# ---- phas_en_bank ----
Fig. 1: phas_en_bank, sequential cells grouped by signal name
The bar under the picture is 20 um long.
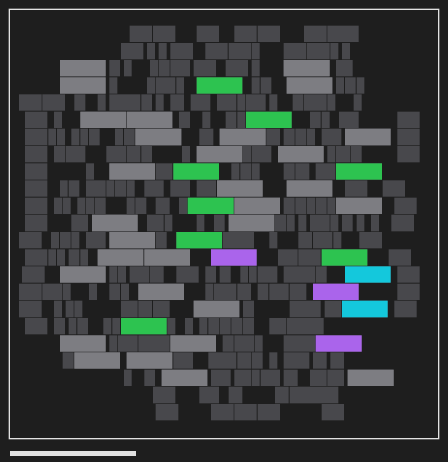

## src/rtl/phas_pkg.sv

```systemverilog
// Shared types and helpers for the phase-enabled dual-rail driver bank.
package phas_pkg;

  // Externally visible power-clock phase; WAIT reports as IDLE.
  typedef enum logic [1:0] {
    PH_IDLE    = 2'd0,
    PH_EVAL    = 2'd1,
    PH_HOLD    = 2'd2,
    PH_RECOVER = 2'd3
  } phase_e;

  // Internal sequencer states; WAIT is the fourth trapezoid phase.
  typedef enum logic [2:0] {
    ST_IDLE    = 3'd0,
    ST_EVAL    = 3'd1,
    ST_HOLD    = 3'd2,
    ST_RECOVER = 3'd3,
    ST_WAIT    = 3'd4
  } state_e;

  // Default phase length and the matching tick counter width.
  // The +1 keeps the counter at least one bit wide when PHASE_TICKS=1.
  localparam int PHASE_TICKS_DEF = 4;
  localparam int TICK_W          = $clog2(PHASE_TICKS_DEF) + 1;

  // Counter width for an arbitrary phase length (same rule as TICK_W).
  function automatic int tick_width(input int ticks);
    return $clog2(ticks) + 1;
  endfunction

  // Map a sequencer state onto the reported phase code.
  function automatic phase_e state_to_phase(input state_e s);
    phase_e p;
    case (s)
      ST_EVAL:    p = PH_EVAL;
      ST_HOLD:    p = PH_HOLD;
      ST_RECOVER: p = PH_RECOVER;
      default:    p = PH_IDLE;
    endcase
    return p;
  endfunction

endpackage

```

## src/rtl/phas_chan_slice.sv

```systemverilog
// One channel of the driver bank: operand capture, rail check and the
// registered output driver. Sequencing comes entirely from the top-level
// strobes, so every channel moves on the same trapezoid.
module phas_chan_slice (
  input  logic clk,
  input  logic rst,
  input  logic capture,   // accept edge: latch operands
  input  logic drive,     // next cycle is EVAL or HOLD
  input  logic clear,     // next cycle is IDLE: drop the per-op error flag
  input  logic b,
  input  logic b_bar,
  input  logic en,
  output logic out,
  output logic rail_err,
  output logic rail_set   // rail violation seen on this capture edge
);

  logic b_cap_q, b_cap_d;
  logic en_cap_q, en_cap_d;
  logic err_q, err_d;
  logic out_q, out_d;
  logic rail_bad;

  // Both rails equal means the dual-rail pair carries no valid value.
  assign rail_bad = (b == b_bar);

  // Next-state for capture, error flag and output driver.
  always_comb begin
    b_cap_d  = b_cap_q;
    en_cap_d = en_cap_q;
    err_d    = err_q;
    out_d    = 1'b0;
    rail_set = capture & rail_bad;

    if (capture) begin
      b_cap_d  = b;
      en_cap_d = en;
      err_d    = rail_bad;
    end else if (clear) begin
      err_d = 1'b0;
    end

    // On the accept edge the capture register is still stale, so the first
    // EVAL value is formed from the live inputs being captured.
    if (drive) begin
      if (capture) begin
        out_d = ~(b ^ en) & ~rail_bad;
      end else begin
        out_d = ~(b_cap_q ^ en_cap_q) & ~err_q;
      end
    end
  end

  // Channel registers.
  always_ff @(posedge clk) begin
    if (rst) begin
      b_cap_q  <= 1'b0;
      en_cap_q <= 1'b0;
      err_q    <= 1'b0;
      out_q    <= 1'b0;
    end else begin
      b_cap_q  <= b_cap_d;
      en_cap_q <= en_cap_d;
      err_q    <= err_d;
      out_q    <= out_d;
    end
  end

  assign out      = out_q;
  assign rail_err = err_q;

endmodule

```

## src/rtl/phas_en_bank.sv

```systemverilog
// NCH-channel phase-enabled dual-rail driver bank with its own 4-phase
// power-clock sequencer (EVAL, HOLD, RECOVER, WAIT). Each channel passes
// b when en=1 and inverts it when en=0; outputs are only driven during
// EVAL and HOLD and are forced low on a rail violation.
module phas_en_bank
  import phas_pkg::*;
#(
  parameter int NCH         = 8,
  parameter int PHASE_TICKS = 4
) (
  input  logic             clk,
  input  logic             rst,
  input  logic             req,
  input  logic [NCH-1:0]   b,
  input  logic [NCH-1:0]   b_bar,
  input  logic [NCH-1:0]   en,
  input  logic             hold_ext,
  input  logic             err_clr,
  output logic             ack,
  output logic [NCH-1:0]   out,
  output logic             out_valid,
  output logic [1:0]       phase,
  output logic [NCH-1:0]   rail_err,
  output logic             err_sticky
);

  localparam int CNT_W = tick_width(PHASE_TICKS);
  localparam logic [CNT_W-1:0] LAST_TICK = CNT_W'(PHASE_TICKS - 1);

  // Reject meaningless configurations at elaboration.
  if (PHASE_TICKS < 1) begin : g_bad_ticks
    $error("phas_en_bank: PHASE_TICKS must be >= 1");
  end
  if (NCH < 1) begin : g_bad_nch
    $error("phas_en_bank: NCH must be >= 1");
  end

  state_e           state_q, state_d;
  logic [CNT_W-1:0] tick_q, tick_d;
  logic             ack_q, ack_d;
  logic             out_valid_q, out_valid_d;
  phase_e           phase_q, phase_d;
  logic             sticky_q, sticky_d;

  logic             last_tick;
  logic             accept;
  logic             drive;
  logic             clear;
  logic [NCH-1:0]   rail_set;

  // A new op may start from IDLE or on the final WAIT tick, which gives
  // back-to-back ops with no idle bubble.
  assign last_tick = (tick_q == LAST_TICK);
  assign accept    = req & ((state_q == ST_IDLE) |
                            ((state_q == ST_WAIT) & last_tick));

  // Sequencer next-state and tick counter.
  always_comb begin
    state_d = state_q;
    tick_d  = tick_q;
    case (state_q)
      ST_IDLE: begin
        tick_d = '0;
        if (accept) begin
          state_d = ST_EVAL;
        end
      end
      ST_EVAL: begin
        if (last_tick) begin
          state_d = ST_HOLD;
          tick_d  = '0;
        end else begin
          tick_d = tick_q + CNT_W'(1);
        end
      end
      ST_HOLD: begin
        // hold_ext on the final tick freezes the counter and stretches HOLD.
        if (last_tick) begin
          if (!hold_ext) begin
            state_d = ST_RECOVER;
            tick_d  = '0;
          end
        end else begin
          tick_d = tick_q + CNT_W'(1);
        end
      end
      ST_RECOVER: begin
        if (last_tick) begin
          state_d = ST_WAIT;
          tick_d  = '0;
        end else begin
          tick_d = tick_q + CNT_W'(1);
        end
      end
      ST_WAIT: begin
        if (last_tick) begin
          state_d = accept ? ST_EVAL : ST_IDLE;
          tick_d  = '0;
        end else begin
          tick_d = tick_q + CNT_W'(1);
        end
      end
      default: begin
        state_d = ST_IDLE;
        tick_d  = '0;
      end
    endcase
  end

  // Channel strobes and registered status outputs, derived from next state
  // so every output lines up with the phase it belongs to.
  always_comb begin
    drive       = (state_d == ST_EVAL) | (state_d == ST_HOLD);
    clear       = (state_d == ST_IDLE);
    ack_d       = accept;
    out_valid_d = (state_d == ST_HOLD);
    phase_d     = state_to_phase(state_d);
    // A new violation wins over a simultaneous clear.
    sticky_d    = (|rail_set) | (sticky_q & ~err_clr);
  end

  // Sequencer and status registers.
  always_ff @(posedge clk) begin
    if (rst) begin
      state_q     <= ST_IDLE;
      tick_q      <= '0;
      ack_q       <= 1'b0;
      out_valid_q <= 1'b0;
      phase_q     <= PH_IDLE;
      sticky_q    <= 1'b0;
    end else begin
      state_q     <= state_d;
      tick_q      <= tick_d;
      ack_q       <= ack_d;
      out_valid_q <= out_valid_d;
      phase_q     <= phase_d;
      sticky_q    <= sticky_d;
    end
  end

  for (genvar gi = 0; gi < NCH; gi++) begin : g_chan
    phas_chan_slice u_slice (
      .clk      (clk),
      .rst      (rst),
      .capture  (accept),
      .drive    (drive),
      .clear    (clear),
      .b        (b[gi]),
      .b_bar    (b_bar[gi]),
      .en       (en[gi]),
      .out      (out[gi]),
      .rail_err (rail_err[gi]),
      .rail_set (rail_set[gi])
    );
  end

  assign ack        = ack_q;
  assign out_valid  = out_valid_q;
  assign phase      = phase_q;
  assign err_sticky = sticky_q;

endmodule
```

## config.mk

```make
export PLATFORM = sky130hd
export DESIGN_NAME = phas_en_bank
export DESIGN_NICKNAME = d
export VERILOG_FILES = /design/src/rtl/phas_pkg.sv /design/src/rtl/phas_chan_slice.sv /design/src/rtl/phas_en_bank.sv
export SDC_FILE = /design/constraint.sdc
export NUM_CORES = 1
export LEC_CHECK = 0
export CAP_MARGIN = 20
export CORE_UTILIZATION = 49
export CTS_CLUSTER_DIAMETER = 80
export DETAILED_ROUTE_END_ITERATION = 6
export PLACE_DENSITY = 0.83
export SLEW_MARGIN = 30
export SYNTH_ARGS = -nofsm -noshare
export SYNTH_HDL_FRONTEND = slang
export SYNTH_SLANG_ARGS = --single-unit
```

## constraint.sdc

```tcl
create_clock -name clk -period 2.3 [get_ports clk]
set_input_delay 0.23 -clock clk [delete_from_list [all_inputs] [get_ports clk]]
set_output_delay 0.23 -clock clk [all_outputs]
set_load 0.02 [all_outputs]
```

# ---- gray_decoder ----
## config.mk

```make
export PLATFORM = sky130hd
export DESIGN_NAME = gray_decoder
export DESIGN_NICKNAME = d
export VERILOG_FILES = /design/src/rtl/gray_decoder.sv
export SDC_FILE = /design/constraint.sdc
export NUM_CORES = 1
export LEC_CHECK = 0
export CAP_MARGIN = 25
export CORE_AREA = 2 2 60 76
export DETAILED_ROUTE_END_ITERATION = 10
export DIE_AREA = 0 0 62 78
export PLACE_DENSITY = 0.91
export REMOVE_ABC_BUFFERS = 1
export SYNTH_ARGS = -nofsm -noshare
export SYNTH_HDL_FRONTEND = slang
export SYNTH_SLANG_ARGS = --single-unit
```

## constraint.sdc

```tcl
create_clock -name clk -period 5.8 [get_ports clk]
set_clock_uncertainty 0.05 [all_clocks]
set_input_delay 0.87 -clock clk [delete_from_list [all_inputs] [get_ports clk]]
set_output_delay 0.87 -clock clk [all_outputs]
set_load 0.02 [all_outputs]
```

## src/rtl/gray_decoder.sv

```systemverilog
// Synchronises an asynchronous Gray-coded bus, decodes it to binary and classifies each change.
// Optional signed step accumulator on `pos` is built when GRAY_DECODER_POS_EN is defined.
module gray_decoder #(
    parameter int bits        = 8,
    parameter int sync_stages = 2
) (
    input  logic            clk,
    input  logic            resetn,
    input  logic [bits-1:0] gray_in,
    input  logic            err_clr,
    output logic [bits-1:0] bin_out,
    output logic            valid,
    output logic            dir,
    output logic            step_err,
    output logic [7:0]      err_count,
    output logic            locked,
    output logic [15:0]     pos
);

    typedef enum logic {
        FILL  = 1'b0,
        TRACK = 1'b1
    } state_t;

    // The reference is captured one cycle after the chain has been filled with post-reset samples.
    localparam logic [2:0]      fill_last = 3'(sync_stages + 1);
    localparam logic [bits-1:0] step_up   = {{(bits-1){1'b0}}, 1'b1};
    localparam logic [bits-1:0] step_dn   = {bits{1'b1}};

    function automatic logic [bits-1:0] gray_to_bin(input logic [bits-1:0] g);
        logic [bits-1:0] b;
        b[bits-1] = g[bits-1];
        for (int i = bits - 2; i >= 0; i--) begin
            b[i] = b[i+1] ^ g[i];
        end
        return b;
    endfunction

    logic [bits-1:0] sync_q [sync_stages];
    logic [bits-1:0] dec;
    logic [bits-1:0] delta;

    state_t          state_q, state_d;
    logic [2:0]      fill_cnt_q, fill_cnt_d;
    logic [bits-1:0] bin_d;
    logic            valid_d, step_err_d, dir_d, locked_d, err_hit;
    logic [7:0]      err_d;
`ifdef GRAY_DECODER_POS_EN
    logic [15:0]     pos_d;
`endif

    // NOTE: the synchroniser array is plain flops, so it is cleared with a loop like any other register.
    always_ff @(posedge clk) begin
        if (!resetn) begin
            for (int i = 0; i < sync_stages; i++) begin
                sync_q[i] <= '0;
            end
        end else begin
            sync_q[0] <= gray_in;
            for (int i = 1; i < sync_stages; i++) begin
                sync_q[i] <= sync_q[i-1];
            end
        end
    end

    assign dec = gray_to_bin(sync_q[sync_stages-1]);

    // NOTE: every value written here gets a default first, so no path leaves a latch behind.
    always_comb begin
        state_d    = state_q;
        fill_cnt_d = fill_cnt_q;
        bin_d      = bin_out;
        valid_d    = 1'b0;
        step_err_d = 1'b0;
        dir_d      = dir;
        locked_d   = locked;
        err_hit    = 1'b0;
        err_d      = err_count;
`ifdef GRAY_DECODER_POS_EN
        pos_d      = pos;
`endif
        delta      = dec - bin_out;

        case (state_q)
            FILL: begin
                if (fill_cnt_q == fill_last) begin
                    bin_d    = dec;
                    locked_d = 1'b1;
                    state_d  = TRACK;
                end else begin
                    fill_cnt_d = fill_cnt_q + 3'd1;
                end
            end
            TRACK: begin
                if (delta == step_up) begin
                    bin_d   = dec;
                    valid_d = 1'b1;
                    dir_d   = 1'b1;
`ifdef GRAY_DECODER_POS_EN
                    pos_d   = pos + 16'd1;
`endif
                end else if (delta == step_dn) begin
                    bin_d   = dec;
                    valid_d = 1'b1;
                    dir_d   = 1'b0;
`ifdef GRAY_DECODER_POS_EN
                    pos_d   = pos - 16'd1;
`endif
                end else if (delta != '0) begin
                    bin_d      = dec;
                    step_err_d = 1'b1;
                    err_hit    = 1'b1;
                end
            end
            default: state_d = FILL;
        endcase

        // A clear coinciding with an error keeps that error counted.
        if (err_hit) begin
            err_d = err_clr ? 8'd1 : ((err_count == 8'hFF) ? 8'hFF : err_count + 8'd1);
        end else if (err_clr) begin
            err_d = '0;
        end
    end

    // NOTE: sequential state only ever uses <=, so every flop sees pre-edge values.
    always_ff @(posedge clk) begin
        if (!resetn) begin
            state_q    <= FILL;
            fill_cnt_q <= '0;
            bin_out    <= '0;
            valid      <= 1'b0;
            dir        <= 1'b0;
            step_err   <= 1'b0;
            err_count  <= '0;
            locked     <= 1'b0;
        end else begin
            state_q    <= state_d;
            fill_cnt_q <= fill_cnt_d;
            bin_out    <= bin_d;
            valid      <= valid_d;
            dir        <= dir_d;
            step_err   <= step_err_d;
            err_count  <= err_d;
            locked     <= locked_d;
        end
    end

`ifdef GRAY_DECODER_POS_EN
    always_ff @(posedge clk) begin
        if (!resetn) begin
            pos <= '0;
        end else begin
            pos <= pos_d;
        end
    end
`else
    assign pos = '0;
`endif

endmodule

```

# ---- multicycle_controller ----
$ cat config.mk
export PLATFORM = sky130hd
export DESIGN_NAME = multicycle_controller
export DESIGN_NICKNAME = d
export VERILOG_FILES = /design/src/rtl/riscv_ctrl_pkg.sv /design/src/rtl/multicycle_controller_alu_decoder.sv /design/src/rtl/multicycle_controller.sv
export SDC_FILE = /design/constraint.sdc
export NUM_CORES = 1
export LEC_CHECK = 0
export CAP_MARGIN = 20
export CORE_MARGIN = 2
export CORE_UTILIZATION = 50
export CTS_BUF_LIST = sky130_fd_sc_hd__clkbuf_8
export CTS_CLUSTER_SIZE = 24
export DETAILED_ROUTE_END_ITERATION = 10
export PLACE_DENSITY = 0.82
export SKIP_CTS_REPAIR_TIMING = 1
export SLEW_MARGIN = 0
export SYNTH_ARGS = -nofsm -noshare
export SYNTH_HDL_FRONTEND = slang
export SYNTH_SLANG_ARGS = --single-unit
export TNS_END_PERCENT = 50
$ cat constraint.sdc
create_clock -name CLK -period 3.8 [get_ports CLK]
set_input_delay 0.57 -clock CLK [delete_from_list [all_inputs] [get_ports CLK]]
set_output_delay 0.57 -clock CLK [all_outputs]
set_load 0.1 [all_outputs]
$ cat src/rtl/riscv_ctrl_pkg.sv
// Shared encodings for the multicycle RISC-V control path: FSM states, opcodes,
// instruction classes, ALU operation codes and datapath mux selects.
package riscv_ctrl_pkg;

    localparam int unsigned OPCODE_W  = 7;
    localparam int unsigned FUNCT3_W  = 3;
    localparam int unsigned ALUSEL_W  = 4;
    localparam int unsigned SEL_W     = 2;
    localparam int unsigned STATE_W   = 3;
    localparam int unsigned INSTRET_W = 32;

    typedef enum logic [STATE_W-1:0] {
        ST_FETCH  = 3'd0,
        ST_DECODE = 3'd1,
        ST_EXEC   = 3'd2,
        ST_MEM    = 3'd3,
        ST_WB     = 3'd4,
        ST_TRAP   = 3'd5
    } state_e;

    localparam logic [OPCODE_W-1:0] OPC_RTYPE  = 7'b0110011;
    localparam logic [OPCODE_W-1:0] OPC_IALU   = 7'b0010011;
    localparam logic [OPCODE_W-1:0] OPC_LOAD   = 7'b0000011;
    localparam logic [OPCODE_W-1:0] OPC_STORE  = 7'b0100011;
    localparam logic [OPCODE_W-1:0] OPC_BRANCH = 7'b1100011;
    localparam logic [OPCODE_W-1:0] OPC_JAL    = 7'b1101111;

    localparam logic [FUNCT3_W-1:0] F3_WORD = 3'b010;
    localparam logic [FUNCT3_W-1:0] F3_BEQ  = 3'b000;
    localparam logic [FUNCT3_W-1:0] F3_BNE  = 3'b001;

    typedef enum logic [2:0] {
        CLS_R,
        CLS_I,
        CLS_LOAD,
        CLS_STORE,
        CLS_BRANCH,
        CLS_JAL,
        CLS_ILLEGAL
    } op_class_e;

    localparam logic [ALUSEL_W-1:0] ALU_ADD  = 4'b0000;
    localparam logic [ALUSEL_W-1:0] ALU_SUB  = 4'b0001;
    localparam logic [ALUSEL_W-1:0] ALU_SLL  = 4'b0010;
    localparam logic [ALUSEL_W-1:0] ALU_SLT  = 4'b0011;
    localparam logic [ALUSEL_W-1:0] ALU_SLTU = 4'b0100;
    localparam logic [ALUSEL_W-1:0] ALU_XOR  = 4'b0101;
    localparam logic [ALUSEL_W-1:0] ALU_SRL  = 4'b0110;
    localparam logic [ALUSEL_W-1:0] ALU_SRA  = 4'b0111;
    localparam logic [ALUSEL_W-1:0] ALU_OR   = 4'b1000;
    localparam logic [ALUSEL_W-1:0] ALU_AND  = 4'b1001;

    localparam logic [SEL_W-1:0] BSEL_RS2  = 2'b00;
    localparam logic [SEL_W-1:0] BSEL_IMM  = 2'b01;
    localparam logic [SEL_W-1:0] BSEL_FOUR = 2'b10;

    localparam logic [SEL_W-1:0] WBSEL_ALU = 2'b00;
    localparam logic [SEL_W-1:0] WBSEL_MEM = 2'b01;
    localparam logic [SEL_W-1:0] WBSEL_PC  = 2'b10;

    // Map opcode/funct3 onto the supported instruction classes; anything else traps.
    function automatic op_class_e classify(input logic [OPCODE_W-1:0] opcode,
                                           input logic [FUNCT3_W-1:0] funct3);
        op_class_e cls;
        cls = CLS_ILLEGAL;
        unique case (opcode)
            OPC_RTYPE:  cls = CLS_R;
            OPC_IALU:   cls = CLS_I;
            OPC_LOAD:   if (funct3 == F3_WORD) cls = CLS_LOAD;
            OPC_STORE:  if (funct3 == F3_WORD) cls = CLS_STORE;
            OPC_BRANCH: if (funct3 == F3_BEQ || funct3 == F3_BNE) cls = CLS_BRANCH;
            OPC_JAL:    cls = CLS_JAL;
            default:    cls = CLS_ILLEGAL;
        endcase
        return cls;
    endfunction

endpackage

$ cat src/rtl/multicycle_controller_alu_decoder.sv
// ALU operation select from instruction class and function bits (purely combinational).
module alu_decoder
    import riscv_ctrl_pkg::*;
(
    input  op_class_e             op_class_i,
    input  logic [FUNCT3_W-1:0]   funct3_i,
    input  logic                  funct7b5_i,
    output logic [ALUSEL_W-1:0]   alu_sel_o
);

    logic [ALUSEL_W-1:0] arith_sel;

    // Shared R/I-type table; the SUB/SRA distinction is resolved below.
    always_comb begin
        arith_sel = ALU_ADD;
        unique case (funct3_i)
            3'b000:  arith_sel = ALU_ADD;
            3'b001:  arith_sel = ALU_SLL;
            3'b010:  arith_sel = ALU_SLT;
            3'b011:  arith_sel = ALU_SLTU;
            3'b100:  arith_sel = ALU_XOR;
            3'b101:  arith_sel = funct7b5_i ? ALU_SRA : ALU_SRL;
            3'b110:  arith_sel = ALU_OR;
            3'b111:  arith_sel = ALU_AND;
            default: arith_sel = ALU_ADD;
        endcase
    end

    // Immediate forms have no SUBI, so bit 30 only matters for R-type ADD/SUB.
    always_comb begin
        alu_sel_o = ALU_ADD;
        unique case (op_class_i)
            CLS_R:      alu_sel_o = (funct3_i == 3'b000 && funct7b5_i) ? ALU_SUB : arith_sel;
            CLS_I:      alu_sel_o = arith_sel;
            CLS_BRANCH: alu_sel_o = ALU_SUB;
            default:    alu_sel_o = ALU_ADD;
        endcase
    end

endmodule

$ cat src/rtl/multicycle_controller.sv
// Multicycle RV32I-subset control FSM: sequences fetch/decode/execute/memory/writeback,
// drives datapath strobes and selects, and counts retired instructions.
module multicycle_controller
    import riscv_ctrl_pkg::*;
(
    input  logic                  CLK,
    input  logic                  resetPC,
    input  logic [OPCODE_W-1:0]   opcode,
    input  logic [FUNCT3_W-1:0]   funct3,
    input  logic                  funct7b5,
    input  logic                  zero,
    input  logic                  mem_ready,
    output logic                  PCWrite,
    output logic                  PCSrc,
    output logic                  IRWrite,
    output logic                  IorD,
    output logic                  ASel,
    output logic                  RegWEn,
    output logic                  MEMRead,
    output logic                  MEMWrite,
    output logic                  illegal,
    output logic                  retire,
    output logic [SEL_W-1:0]      BSel,
    output logic [ALUSEL_W-1:0]   ALUSel,
    output logic [SEL_W-1:0]      WBSel,
    output logic [STATE_W-1:0]    state_dbg,
    output logic [INSTRET_W-1:0]  instret
);

    state_e                 state_q, state_d;
    logic [INSTRET_W-1:0]   instret_q, instret_d;
    op_class_e              op_class;
    logic [ALUSEL_W-1:0]    alu_sel_dec;
    logic                   branch_taken;

    assign op_class     = classify(opcode, funct3);
    assign branch_taken = (funct3 == F3_BNE) ? !zero : zero;
    assign state_dbg    = STATE_W'(state_q);
    assign instret      = instret_q;

    alu_decoder u_alu_decoder (
        .op_class_i (op_class),
        .funct3_i   (funct3),
        .funct7b5_i (funct7b5),
        .alu_sel_o  (alu_sel_dec)
    );

    always_ff @(posedge CLK) begin
        if (resetPC) begin
            state_q   <= ST_FETCH;
            instret_q <= '0;
        end else begin
            state_q   <= state_d;
            instret_q <= instret_d;
        end
    end

    // Next state and Moore/Mealy control outputs.
    always_comb begin
        state_d  = state_q;
        PCWrite  = 1'b0;
        PCSrc    = 1'b0;
        IRWrite  = 1'b0;
        IorD     = 1'b0;
        ASel     = 1'b0;
        RegWEn   = 1'b0;
        MEMRead  = 1'b0;
        MEMWrite = 1'b0;
        illegal  = 1'b0;
        retire   = 1'b0;
        BSel     = BSEL_RS2;
        ALUSel   = ALU_ADD;
        WBSel    = WBSEL_ALU;

        unique case (state_q)
            ST_FETCH: begin
                MEMRead = 1'b1;
                if (mem_ready) begin
                    IRWrite = 1'b1;
                    PCWrite = 1'b1;
                    state_d = ST_DECODE;
                end
            end
            ST_DECODE: begin
                // Speculatively form OldPC+imm so branch/JAL targets sit in ALUOut.
                ASel    = 1'b1;
                BSel    = BSEL_IMM;
                ALUSel  = ALU_ADD;
                state_d = (op_class == CLS_ILLEGAL) ? ST_TRAP : ST_EXEC;
            end
            ST_EXEC: begin
                unique case (op_class)
                    CLS_R: begin
                        BSel    = BSEL_RS2;
                        ALUSel  = alu_sel_dec;
                        state_d = ST_WB;
                    end
                    CLS_I: begin
                        BSel    = BSEL_IMM;
                        ALUSel  = alu_sel_dec;
                        state_d = ST_WB;
                    end
                    CLS_LOAD, CLS_STORE: begin
                        BSel    = BSEL_IMM;
                        ALUSel  = ALU_ADD;
                        state_d = ST_MEM;
                    end
                    CLS_BRANCH: begin
                        BSel    = BSEL_RS2;
                        ALUSel  = alu_sel_dec;
                        PCWrite = branch_taken;
                        PCSrc   = branch_taken;
                        retire  = 1'b1;
                        state_d = ST_FETCH;
                    end
                    CLS_JAL: begin
                        PCWrite = 1'b1;
                        PCSrc   = 1'b1;
                        state_d = ST_WB;
                    end
                    default: state_d = ST_TRAP;
                endcase
            end
            ST_MEM: begin
                IorD = 1'b1;
                if (op_class == CLS_STORE) begin
                    MEMWrite = 1'b1;
                    if (mem_ready) begin
                        retire  = 1'b1;
                        state_d = ST_FETCH;
                    end
                end else begin
                    MEMRead = 1'b1;
                    if (mem_ready) state_d = ST_WB;
                end
            end
            ST_WB: begin
                RegWEn  = 1'b1;
                retire  = 1'b1;
                state_d = ST_FETCH;
                unique case (op_class)
                    CLS_LOAD: WBSel = WBSEL_MEM;
                    CLS_JAL:  WBSel = WBSEL_PC;
                    default:  WBSel = WBSEL_ALU;
                endcase
            end
            ST_TRAP: begin
                illegal = 1'b1;
            end
            default: state_d = ST_FETCH;
        endcase

        // Reset aborts whatever is in flight: nothing may commit in that cycle.
        if (resetPC) begin
            state_d  = ST_FETCH;
            PCWrite  = 1'b0;
            PCSrc    = 1'b0;
            IRWrite  = 1'b0;
            IorD     = 1'b0;
            ASel     = 1'b0;
            RegWEn   = 1'b0;
            MEMRead  = 1'b0;
            MEMWrite = 1'b0;
            illegal  = 1'b0;
            retire   = 1'b0;
            BSel     = BSEL_RS2;
            ALUSel   = ALU_ADD;
            WBSel    = WBSEL_ALU;
        end

        instret_d = retire ? instret_q + INSTRET_W'(1) : instret_q;
    end

endmodule

# ---- wb_cmd_master ----
File: config.mk
export PLATFORM = sky130hd
export DESIGN_NAME = wb_cmd_master
export DESIGN_NICKNAME = d
export VERILOG_FILES = /design/src/rtl/wb_cmd_master.sv
export SDC_FILE = /design/constraint.sdc
export NUM_CORES = 1
export LEC_CHECK = 0
export CAP_MARGIN = 20
export CORE_MARGIN = 4
export CORE_UTILIZATION = 43
export CTS_BUF_LIST = sky130_fd_sc_hd__clkbuf_4 sky130_fd_sc_hd__clkbuf_8
export DETAILED_ROUTE_END_ITERATION = 7
export GPL_ROUTABILITY_DRIVEN = 0
export MAX_ROUTING_LAYER = met4
export PLACE_DENSITY = 0.94
export SYNTH_ARGS = -nofsm -noshare
export SYNTH_HDL_FRONTEND = slang
export SYNTH_SLANG_ARGS = --single-unit
export TNS_END_PERCENT = 20
File: constraint.sdc
create_clock -name wb_clk_i -period 4.9 [get_ports wb_clk_i]
set_clock_uncertainty 0.05 [all_clocks]
set_input_delay 0.49 -clock wb_clk_i [delete_from_list [all_inputs] [get_ports wb_clk_i]]
set_output_delay 0.49 -clock wb_clk_i [all_outputs]
set_load 0.1 [all_outputs]
File: src/rtl/wb_cmd_master.sv
`default_nettype none
// +--------------------------------------------------------------------------+
// | wb_cmd_master: single-transfer Wishbone classic initiator, cmd/rsp I/F   |
// | Rev 1.0                                                                  |
// +--------------------------------------------------------------------------+
module wb_cmd_master #(
  parameter int unsigned TIMEOUT_CYCLES = 255,
  parameter int unsigned TIMEOUT_W      = 8
) (
  input  logic        wb_clk_i,
  input  logic        wb_rst_i,
  input  logic        cmd_valid_i,
  output logic        cmd_ready_o,
  input  logic        cmd_we_i,
  input  logic [31:0] cmd_adr_i,
  input  logic [31:0] cmd_dat_i,
  input  logic [3:0]  cmd_sel_i,
  output logic        rsp_valid_o,
  input  logic        rsp_ready_i,
  output logic [31:0] rsp_dat_o,
  output logic        rsp_timeout_o,
  output logic        wbm_cyc_o,
  output logic        wbm_stb_o,
  output logic        wbm_we_o,
  output logic [31:0] wbm_adr_o,
  output logic [31:0] wbm_dat_o,
  output logic [3:0]  wbm_sel_o,
  input  logic [31:0] wbm_dat_i,
  input  logic        wbm_ack_i,
  output logic        busy_o,
  output logic [15:0] txn_count_o
);

  typedef enum logic [1:0] {
    S_IDLE = 2'd0,
    S_BUS  = 2'd1,
    S_RESP = 2'd2
  } state_e;

  // Counter value on the last stb cycle before the transfer is abandoned.
  localparam logic [TIMEOUT_W-1:0] C_TMO_LAST = TIMEOUT_W'(TIMEOUT_CYCLES - 1);

  state_e               state_q;
  logic [TIMEOUT_W-1:0] tmo_cnt_q;
  logic                 cmd_ready_q;
  logic                 rsp_valid_q;
  logic [31:0]          rsp_dat_q;
  logic                 rsp_timeout_q;
  logic                 cyc_q;
  logic                 stb_q;
  logic                 we_q;
  logic [31:0]          adr_q;
  logic [31:0]          dat_q;
  logic [3:0]           sel_q;
  logic                 busy_q;
  logic [15:0]          txn_q;

  always_ff @(posedge wb_clk_i or posedge wb_rst_i) begin
    if (wb_rst_i) begin
      state_q       <= S_IDLE;
      tmo_cnt_q     <= '0;
      cmd_ready_q   <= 1'b0;
      rsp_valid_q   <= 1'b0;
      rsp_dat_q     <= 32'h0;
      rsp_timeout_q <= 1'b0;
      cyc_q         <= 1'b0;
      stb_q         <= 1'b0;
      we_q          <= 1'b0;
      adr_q         <= 32'h0;
      dat_q         <= 32'h0;
      sel_q         <= 4'h0;
      busy_q        <= 1'b0;
      txn_q         <= 16'h0;
    end else begin
      case (state_q)
        S_IDLE: begin
          cmd_ready_q <= 1'b1;
          if (cmd_valid_i && cmd_ready_q) begin
            we_q        <= cmd_we_i;
            adr_q       <= cmd_adr_i;
            dat_q       <= cmd_dat_i;
            sel_q       <= cmd_sel_i;
            cyc_q       <= 1'b1;
            stb_q       <= 1'b1;
            tmo_cnt_q   <= '0;
            cmd_ready_q <= 1'b0;
            busy_q      <= 1'b1;
            state_q     <= S_BUS;
          end
        end
        S_BUS: begin
          // Ack is checked first so an ack on the timeout edge completes normally.
          if (wbm_ack_i) begin
            cyc_q         <= 1'b0;
            stb_q         <= 1'b0;
            rsp_dat_q     <= we_q ? 32'h0 : wbm_dat_i;
            rsp_timeout_q <= 1'b0;
            rsp_valid_q   <= 1'b1;
            txn_q         <= txn_q + 16'd1;
            state_q       <= S_RESP;
          end else if (tmo_cnt_q == C_TMO_LAST) begin
            cyc_q         <= 1'b0;
            stb_q         <= 1'b0;
            rsp_dat_q     <= 32'h0;
            rsp_timeout_q <= 1'b1;
            rsp_valid_q   <= 1'b1;
            state_q       <= S_RESP;
          end else begin
            tmo_cnt_q <= tmo_cnt_q + 1'b1;
          end
        end
        S_RESP: begin
          if (rsp_valid_q && rsp_ready_i) begin
            rsp_valid_q   <= 1'b0;
            rsp_timeout_q <= 1'b0;
            cmd_ready_q   <= 1'b1;
            busy_q        <= 1'b0;
            state_q       <= S_IDLE;
          end
        end
        default: begin
          cyc_q       <= 1'b0;
          stb_q       <= 1'b0;
          rsp_valid_q <= 1'b0;
          busy_q      <= 1'b0;
          state_q     <= S_IDLE;
        end
      endcase
    end
  end

  assign cmd_ready_o   = cmd_ready_q;
  assign rsp_valid_o   = rsp_valid_q;
  assign rsp_dat_o     = rsp_dat_q;
  assign rsp_timeout_o = rsp_timeout_q;
  assign wbm_cyc_o     = cyc_q;
  assign wbm_stb_o     = stb_q;
  assign wbm_we_o      = we_q;
  assign wbm_adr_o     = adr_q;
  assign wbm_dat_o     = dat_q;
  assign wbm_sel_o     = sel_q;
  assign busy_o        = busy_q;
  assign txn_count_o   = txn_q;

endmodule
`default_nettype wire

Fig. 2: multicycle_controller, wiring by layer
The bar under the picture is 20 um long. Only two layers are drawn.
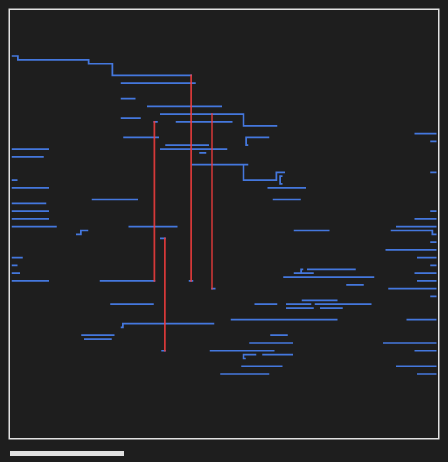
Key: M3 = blue [wire length 493 um]; M4 = red [wire length 114 um]
Routed WL per cell: 15.1 um
detailed-route via count: 2659
wirelength, routed: 6920 um

==> impl_metrics.yaml, multicycle_controller <==
# physical design summary
layout:
  dominant-cell-class: "logic gates"
  num-nonclk-buffers: 77
  fin_util_pct: 72.4
  inverters: 7
  final_cell_area_um2: 3470
  fill_cells: 401
  seqAreaFraction_pct: 20.2
global_routing:
  grt_pass1_wl_um: 11200
  grt_max_degree: 49
critical_path:
  cp_max_fo: 17
  crit_slowest_cell: "or4_4"
  worstPathRequired_ns: 3.23
  max_stage_delay_ns: 0.52
  reg2reg_from: "state_dbg[1]"
  regToRegSetupSlack_ns: 1.03
synth:
  synth_flops: 35
  syn_inst: 327
  yosysWarnings: 0
  ys_sh_xor_pct: 0.347
  ys.flop_type: "dfxtp_1"
final_timing:
  setup_viol_count_final: 0
  finalClockPeriodUsage_pct: 91.3
  holdWs_ns: 0.517
floorplan:
  die_w_um: 75.0
  io_pins: 68
  die_area_um2: 5630
route:
  wl_met2_um: 3270
  drc: 0
placed_design:
  placed_cell_area_um2: 3350
  dp_hpwl_um: 5050
  dp_cells: 449
clocking:
  clk_pin_slew_worst_paths_ns: 0.07
status:
  status: "finished clean"
worst_hold_path:
  hold_end: "instret[1]"
Fig. 3: phas_en_bank, wiring by layer
The bar under the picture is 20 um long. Only two layers are drawn.
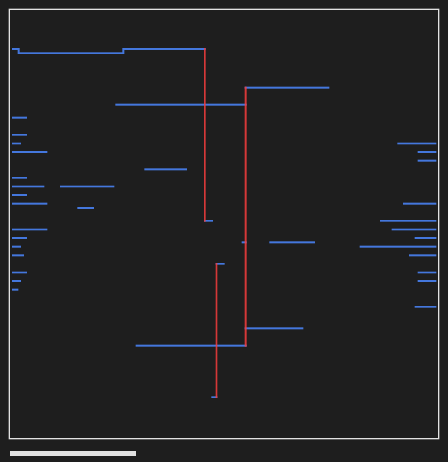
Key: M3 = blue [wire length 217 um]; M4 = red [wire length 89.1 um]

Fig. 4: phas_en_bank, logic cells by family
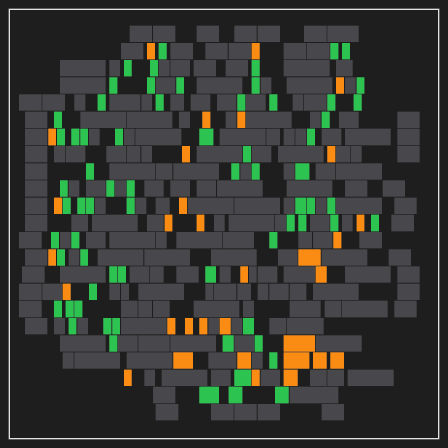
Key: nor cells = orange [cells 32]; nand cells = green [cells 68, where spread over the die]
highest-count logic cell in the final layout: nand2_1
combinational share of cell area: 40.5%
post-layout instance count excluding filler cells: 344

## Picture notes: Fig. 1
Key: state_q = purple [placed flops 3]; phase = cyan [placed flops 2]; g_chan.u_slice.rail_err = green [placed flops 8]

==> impl_metrics.yaml, phas_en_bank <==
# physical design summary
synth:
  top_cells_by_area: "dfxtp_1, nand2_1, a21oi_1"
worst_hold_path:
  hold_depth: 2
critical_path:
  worstPathRequired_ns: 2.46
  cp-startpoint: "tick_q[0]"
layout:
  fill_cells: 357
  final-nonclk-buf-share_pct: 20.4
floorplan:
  die_y_um: 67.7
  io_pins: 50
clocking:
  cts_max_path_buffers: 2
  insertion_delay_ns: 0.30
  clk_pin_slew_worst_paths_ns: 0.08
  cts_hold_buf: 0
route:
  drt-initial-drc-count: 112
status:
  status: "finished clean"
placed_design:
  numPortBuffers: 49
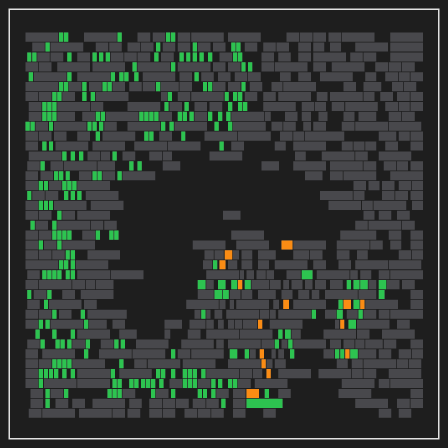
Fig. 5. Logic cells by family (wb_cmd_master).
Key: nor cells = orange [cells 14]; nand cells = green [cells 239]
highest-count logic cell in the final layout: clkdlybuf4s50_1
combinational share of cell area: 21.8%
post-layout instance count excluding filler cells: 885

==> impl_metrics.yaml, wb_cmd_master <==
# physical design summary
status:
  status: "finished clean"
synth:
  top_cells_by_count: "nand2_1, dfrtp_1, a22o_1"
  synth_flops: 132
  ys_sh_adder_pct: 0.726
floorplan:
  fp_util_pct: 44.5
clocking:
  cts_tree: "yes"
  cts_hold_buf: 0
global_routing:
  grt_pass1_wl_um: 23800
  met2_usage_pct: 35.9
  grt-busiest-layer: "met2"
  grt_overflow: 0
layout:
  seqAreaFraction_pct: 41.4
  diodes: 0
worst_hold_path:
  hold_depth: 2
  min-delay-start: "wbm_dat_o[24]"
  hold_end: "wbm_dat_o[24]"
  min_path_type: "flip-flop to flip-flop"
critical_path:
  max_stage_delay_ns: 1.18
  reg2reg_from: "state_q[1]"
route:
  wl_per_cell_um: 16.4
  via_count: 4542
  drt-initial-drc-count: 287
final_timing:
  grt_setup_unrepaired: "false"
  hold_viol: 0
Fig. 6: gray_decoder, sequential cells grouped by signal name
The bar under the picture is 20 um long.
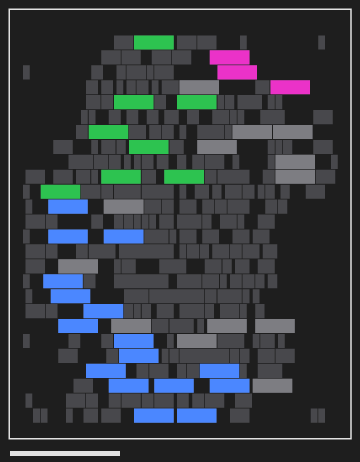
Key: err_count = green [placed flops 8]; fill_cnt_q = magenta [placed flops 3]; sync_q = blue [placed flops 16]
Another 13 sequential cells are not colored.
flop share of the area: 32.3%
Final Core Density: 61.0%
Flop area: 801 um2

Fig. 7: gray_decoder, logic cells by family
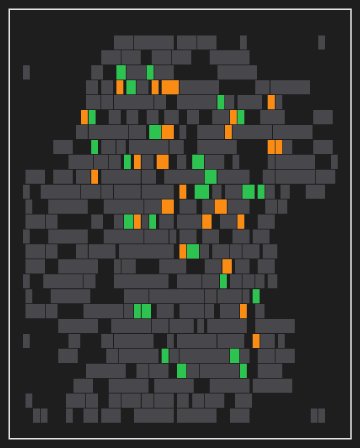
Key: nand cells = green [cells 25]; nor cells = orange [cells 23]
combinational share of cell area: 47.5%
post-layout instance count excluding filler cells: 315
highest-count logic cell in the final layout: dfxtp_1

==> impl_metrics.yaml, gray_decoder <==
# physical design summary
global_routing:
  grt-busiest-layer: "met2"
  grt_pass1_vias: 1552
  track_usage_pct: 18.0
critical_path:
  crit_slowest_cell: "xor3_2"
  path_depth: 13
floorplan:
  n_tap_cell: 56
  die_area_um2: 4840
synth:
  synth.distinct_cells: 47
  simple_gate_area_share_pct: 19.5
  logic_family: "simple AND/OR/NAND/NOR gates"
  syn_inst: 229
final_timing:
  setup_ws_ns: 1.52
  hold_viol: 0
  slew_viol_final: 0
layout:
  final_nets: 281
route:
  via_count: 1637
status:
  status: "finished clean"


==> notes/layouts.md <==
Pictures saved along the way, in no particular order.

Routing congestion.
shot_01.png
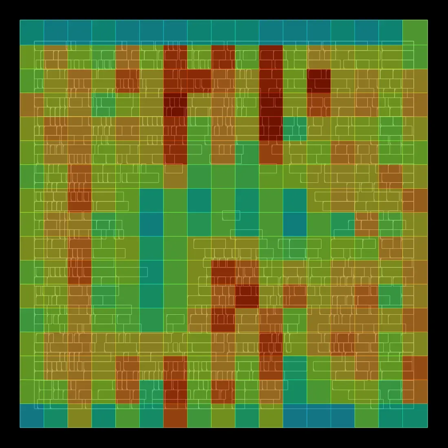
shot_02.png
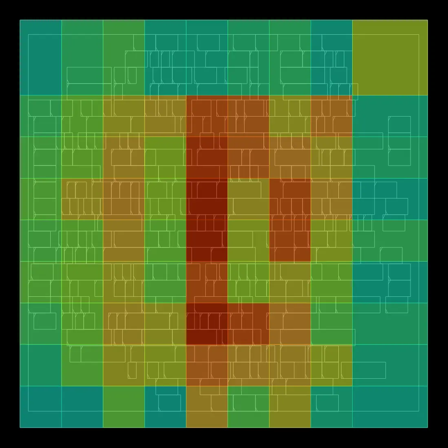
shot_03.png
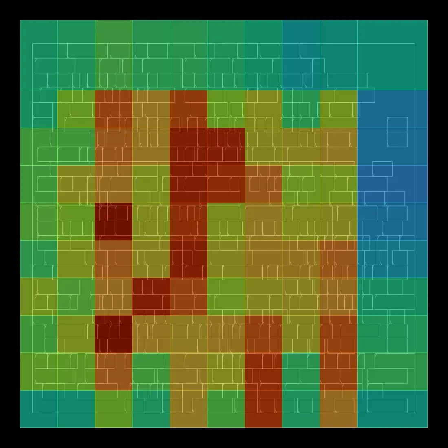
shot_04.png
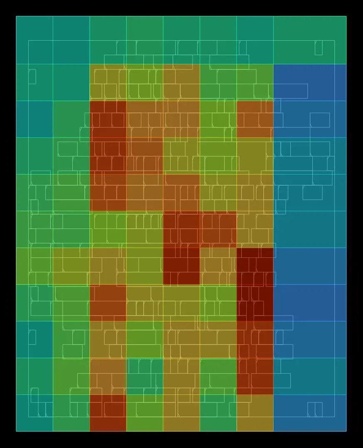
- shot_02.png = phas_en_bank
- shot_03.png = multicycle_controller
- shot_01.png = wb_cmd_master
- shot_04.png = gray_decoder
The one with the highest track usage is shot_03.png.


## Gallery

Cell classes on the final placement.
The bar under the picture is 20 um long.
image #1
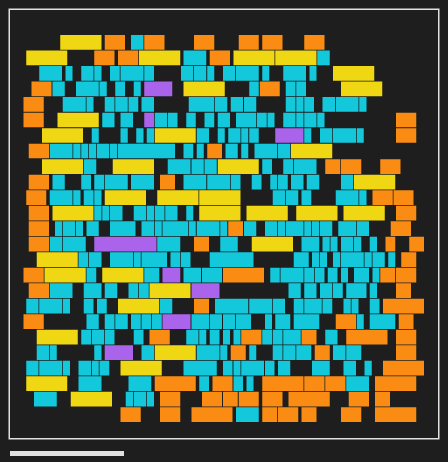
image #2
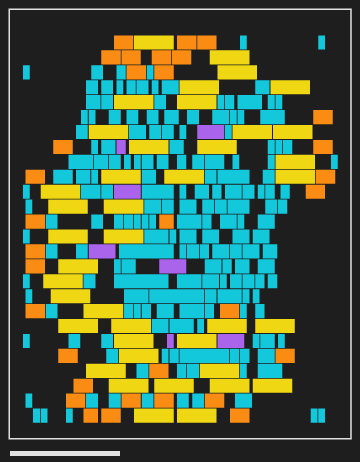
image #3
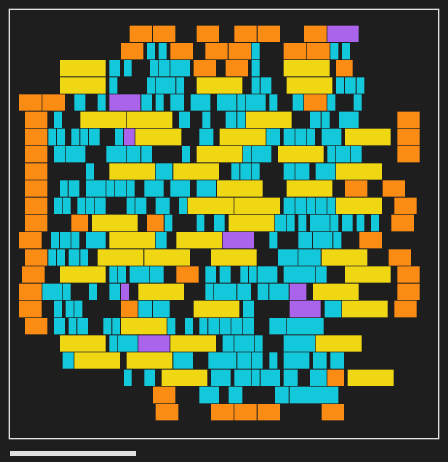
image #4
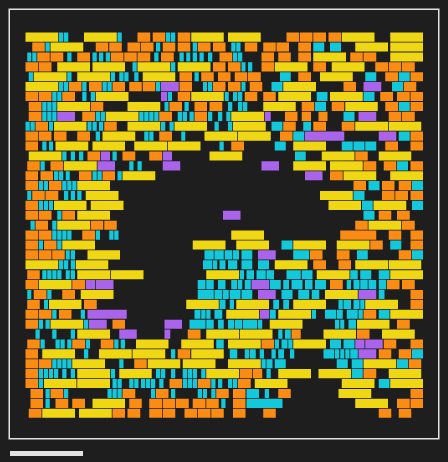
| from | picture |
|---|---|
| wb_cmd_master | image #4 |
| gray_decoder | image #2 |
| multicycle_controller | image #1 |
| phas_en_bank | image #3 |
Of these, largest die: image #4
Of these, most cells: image #4

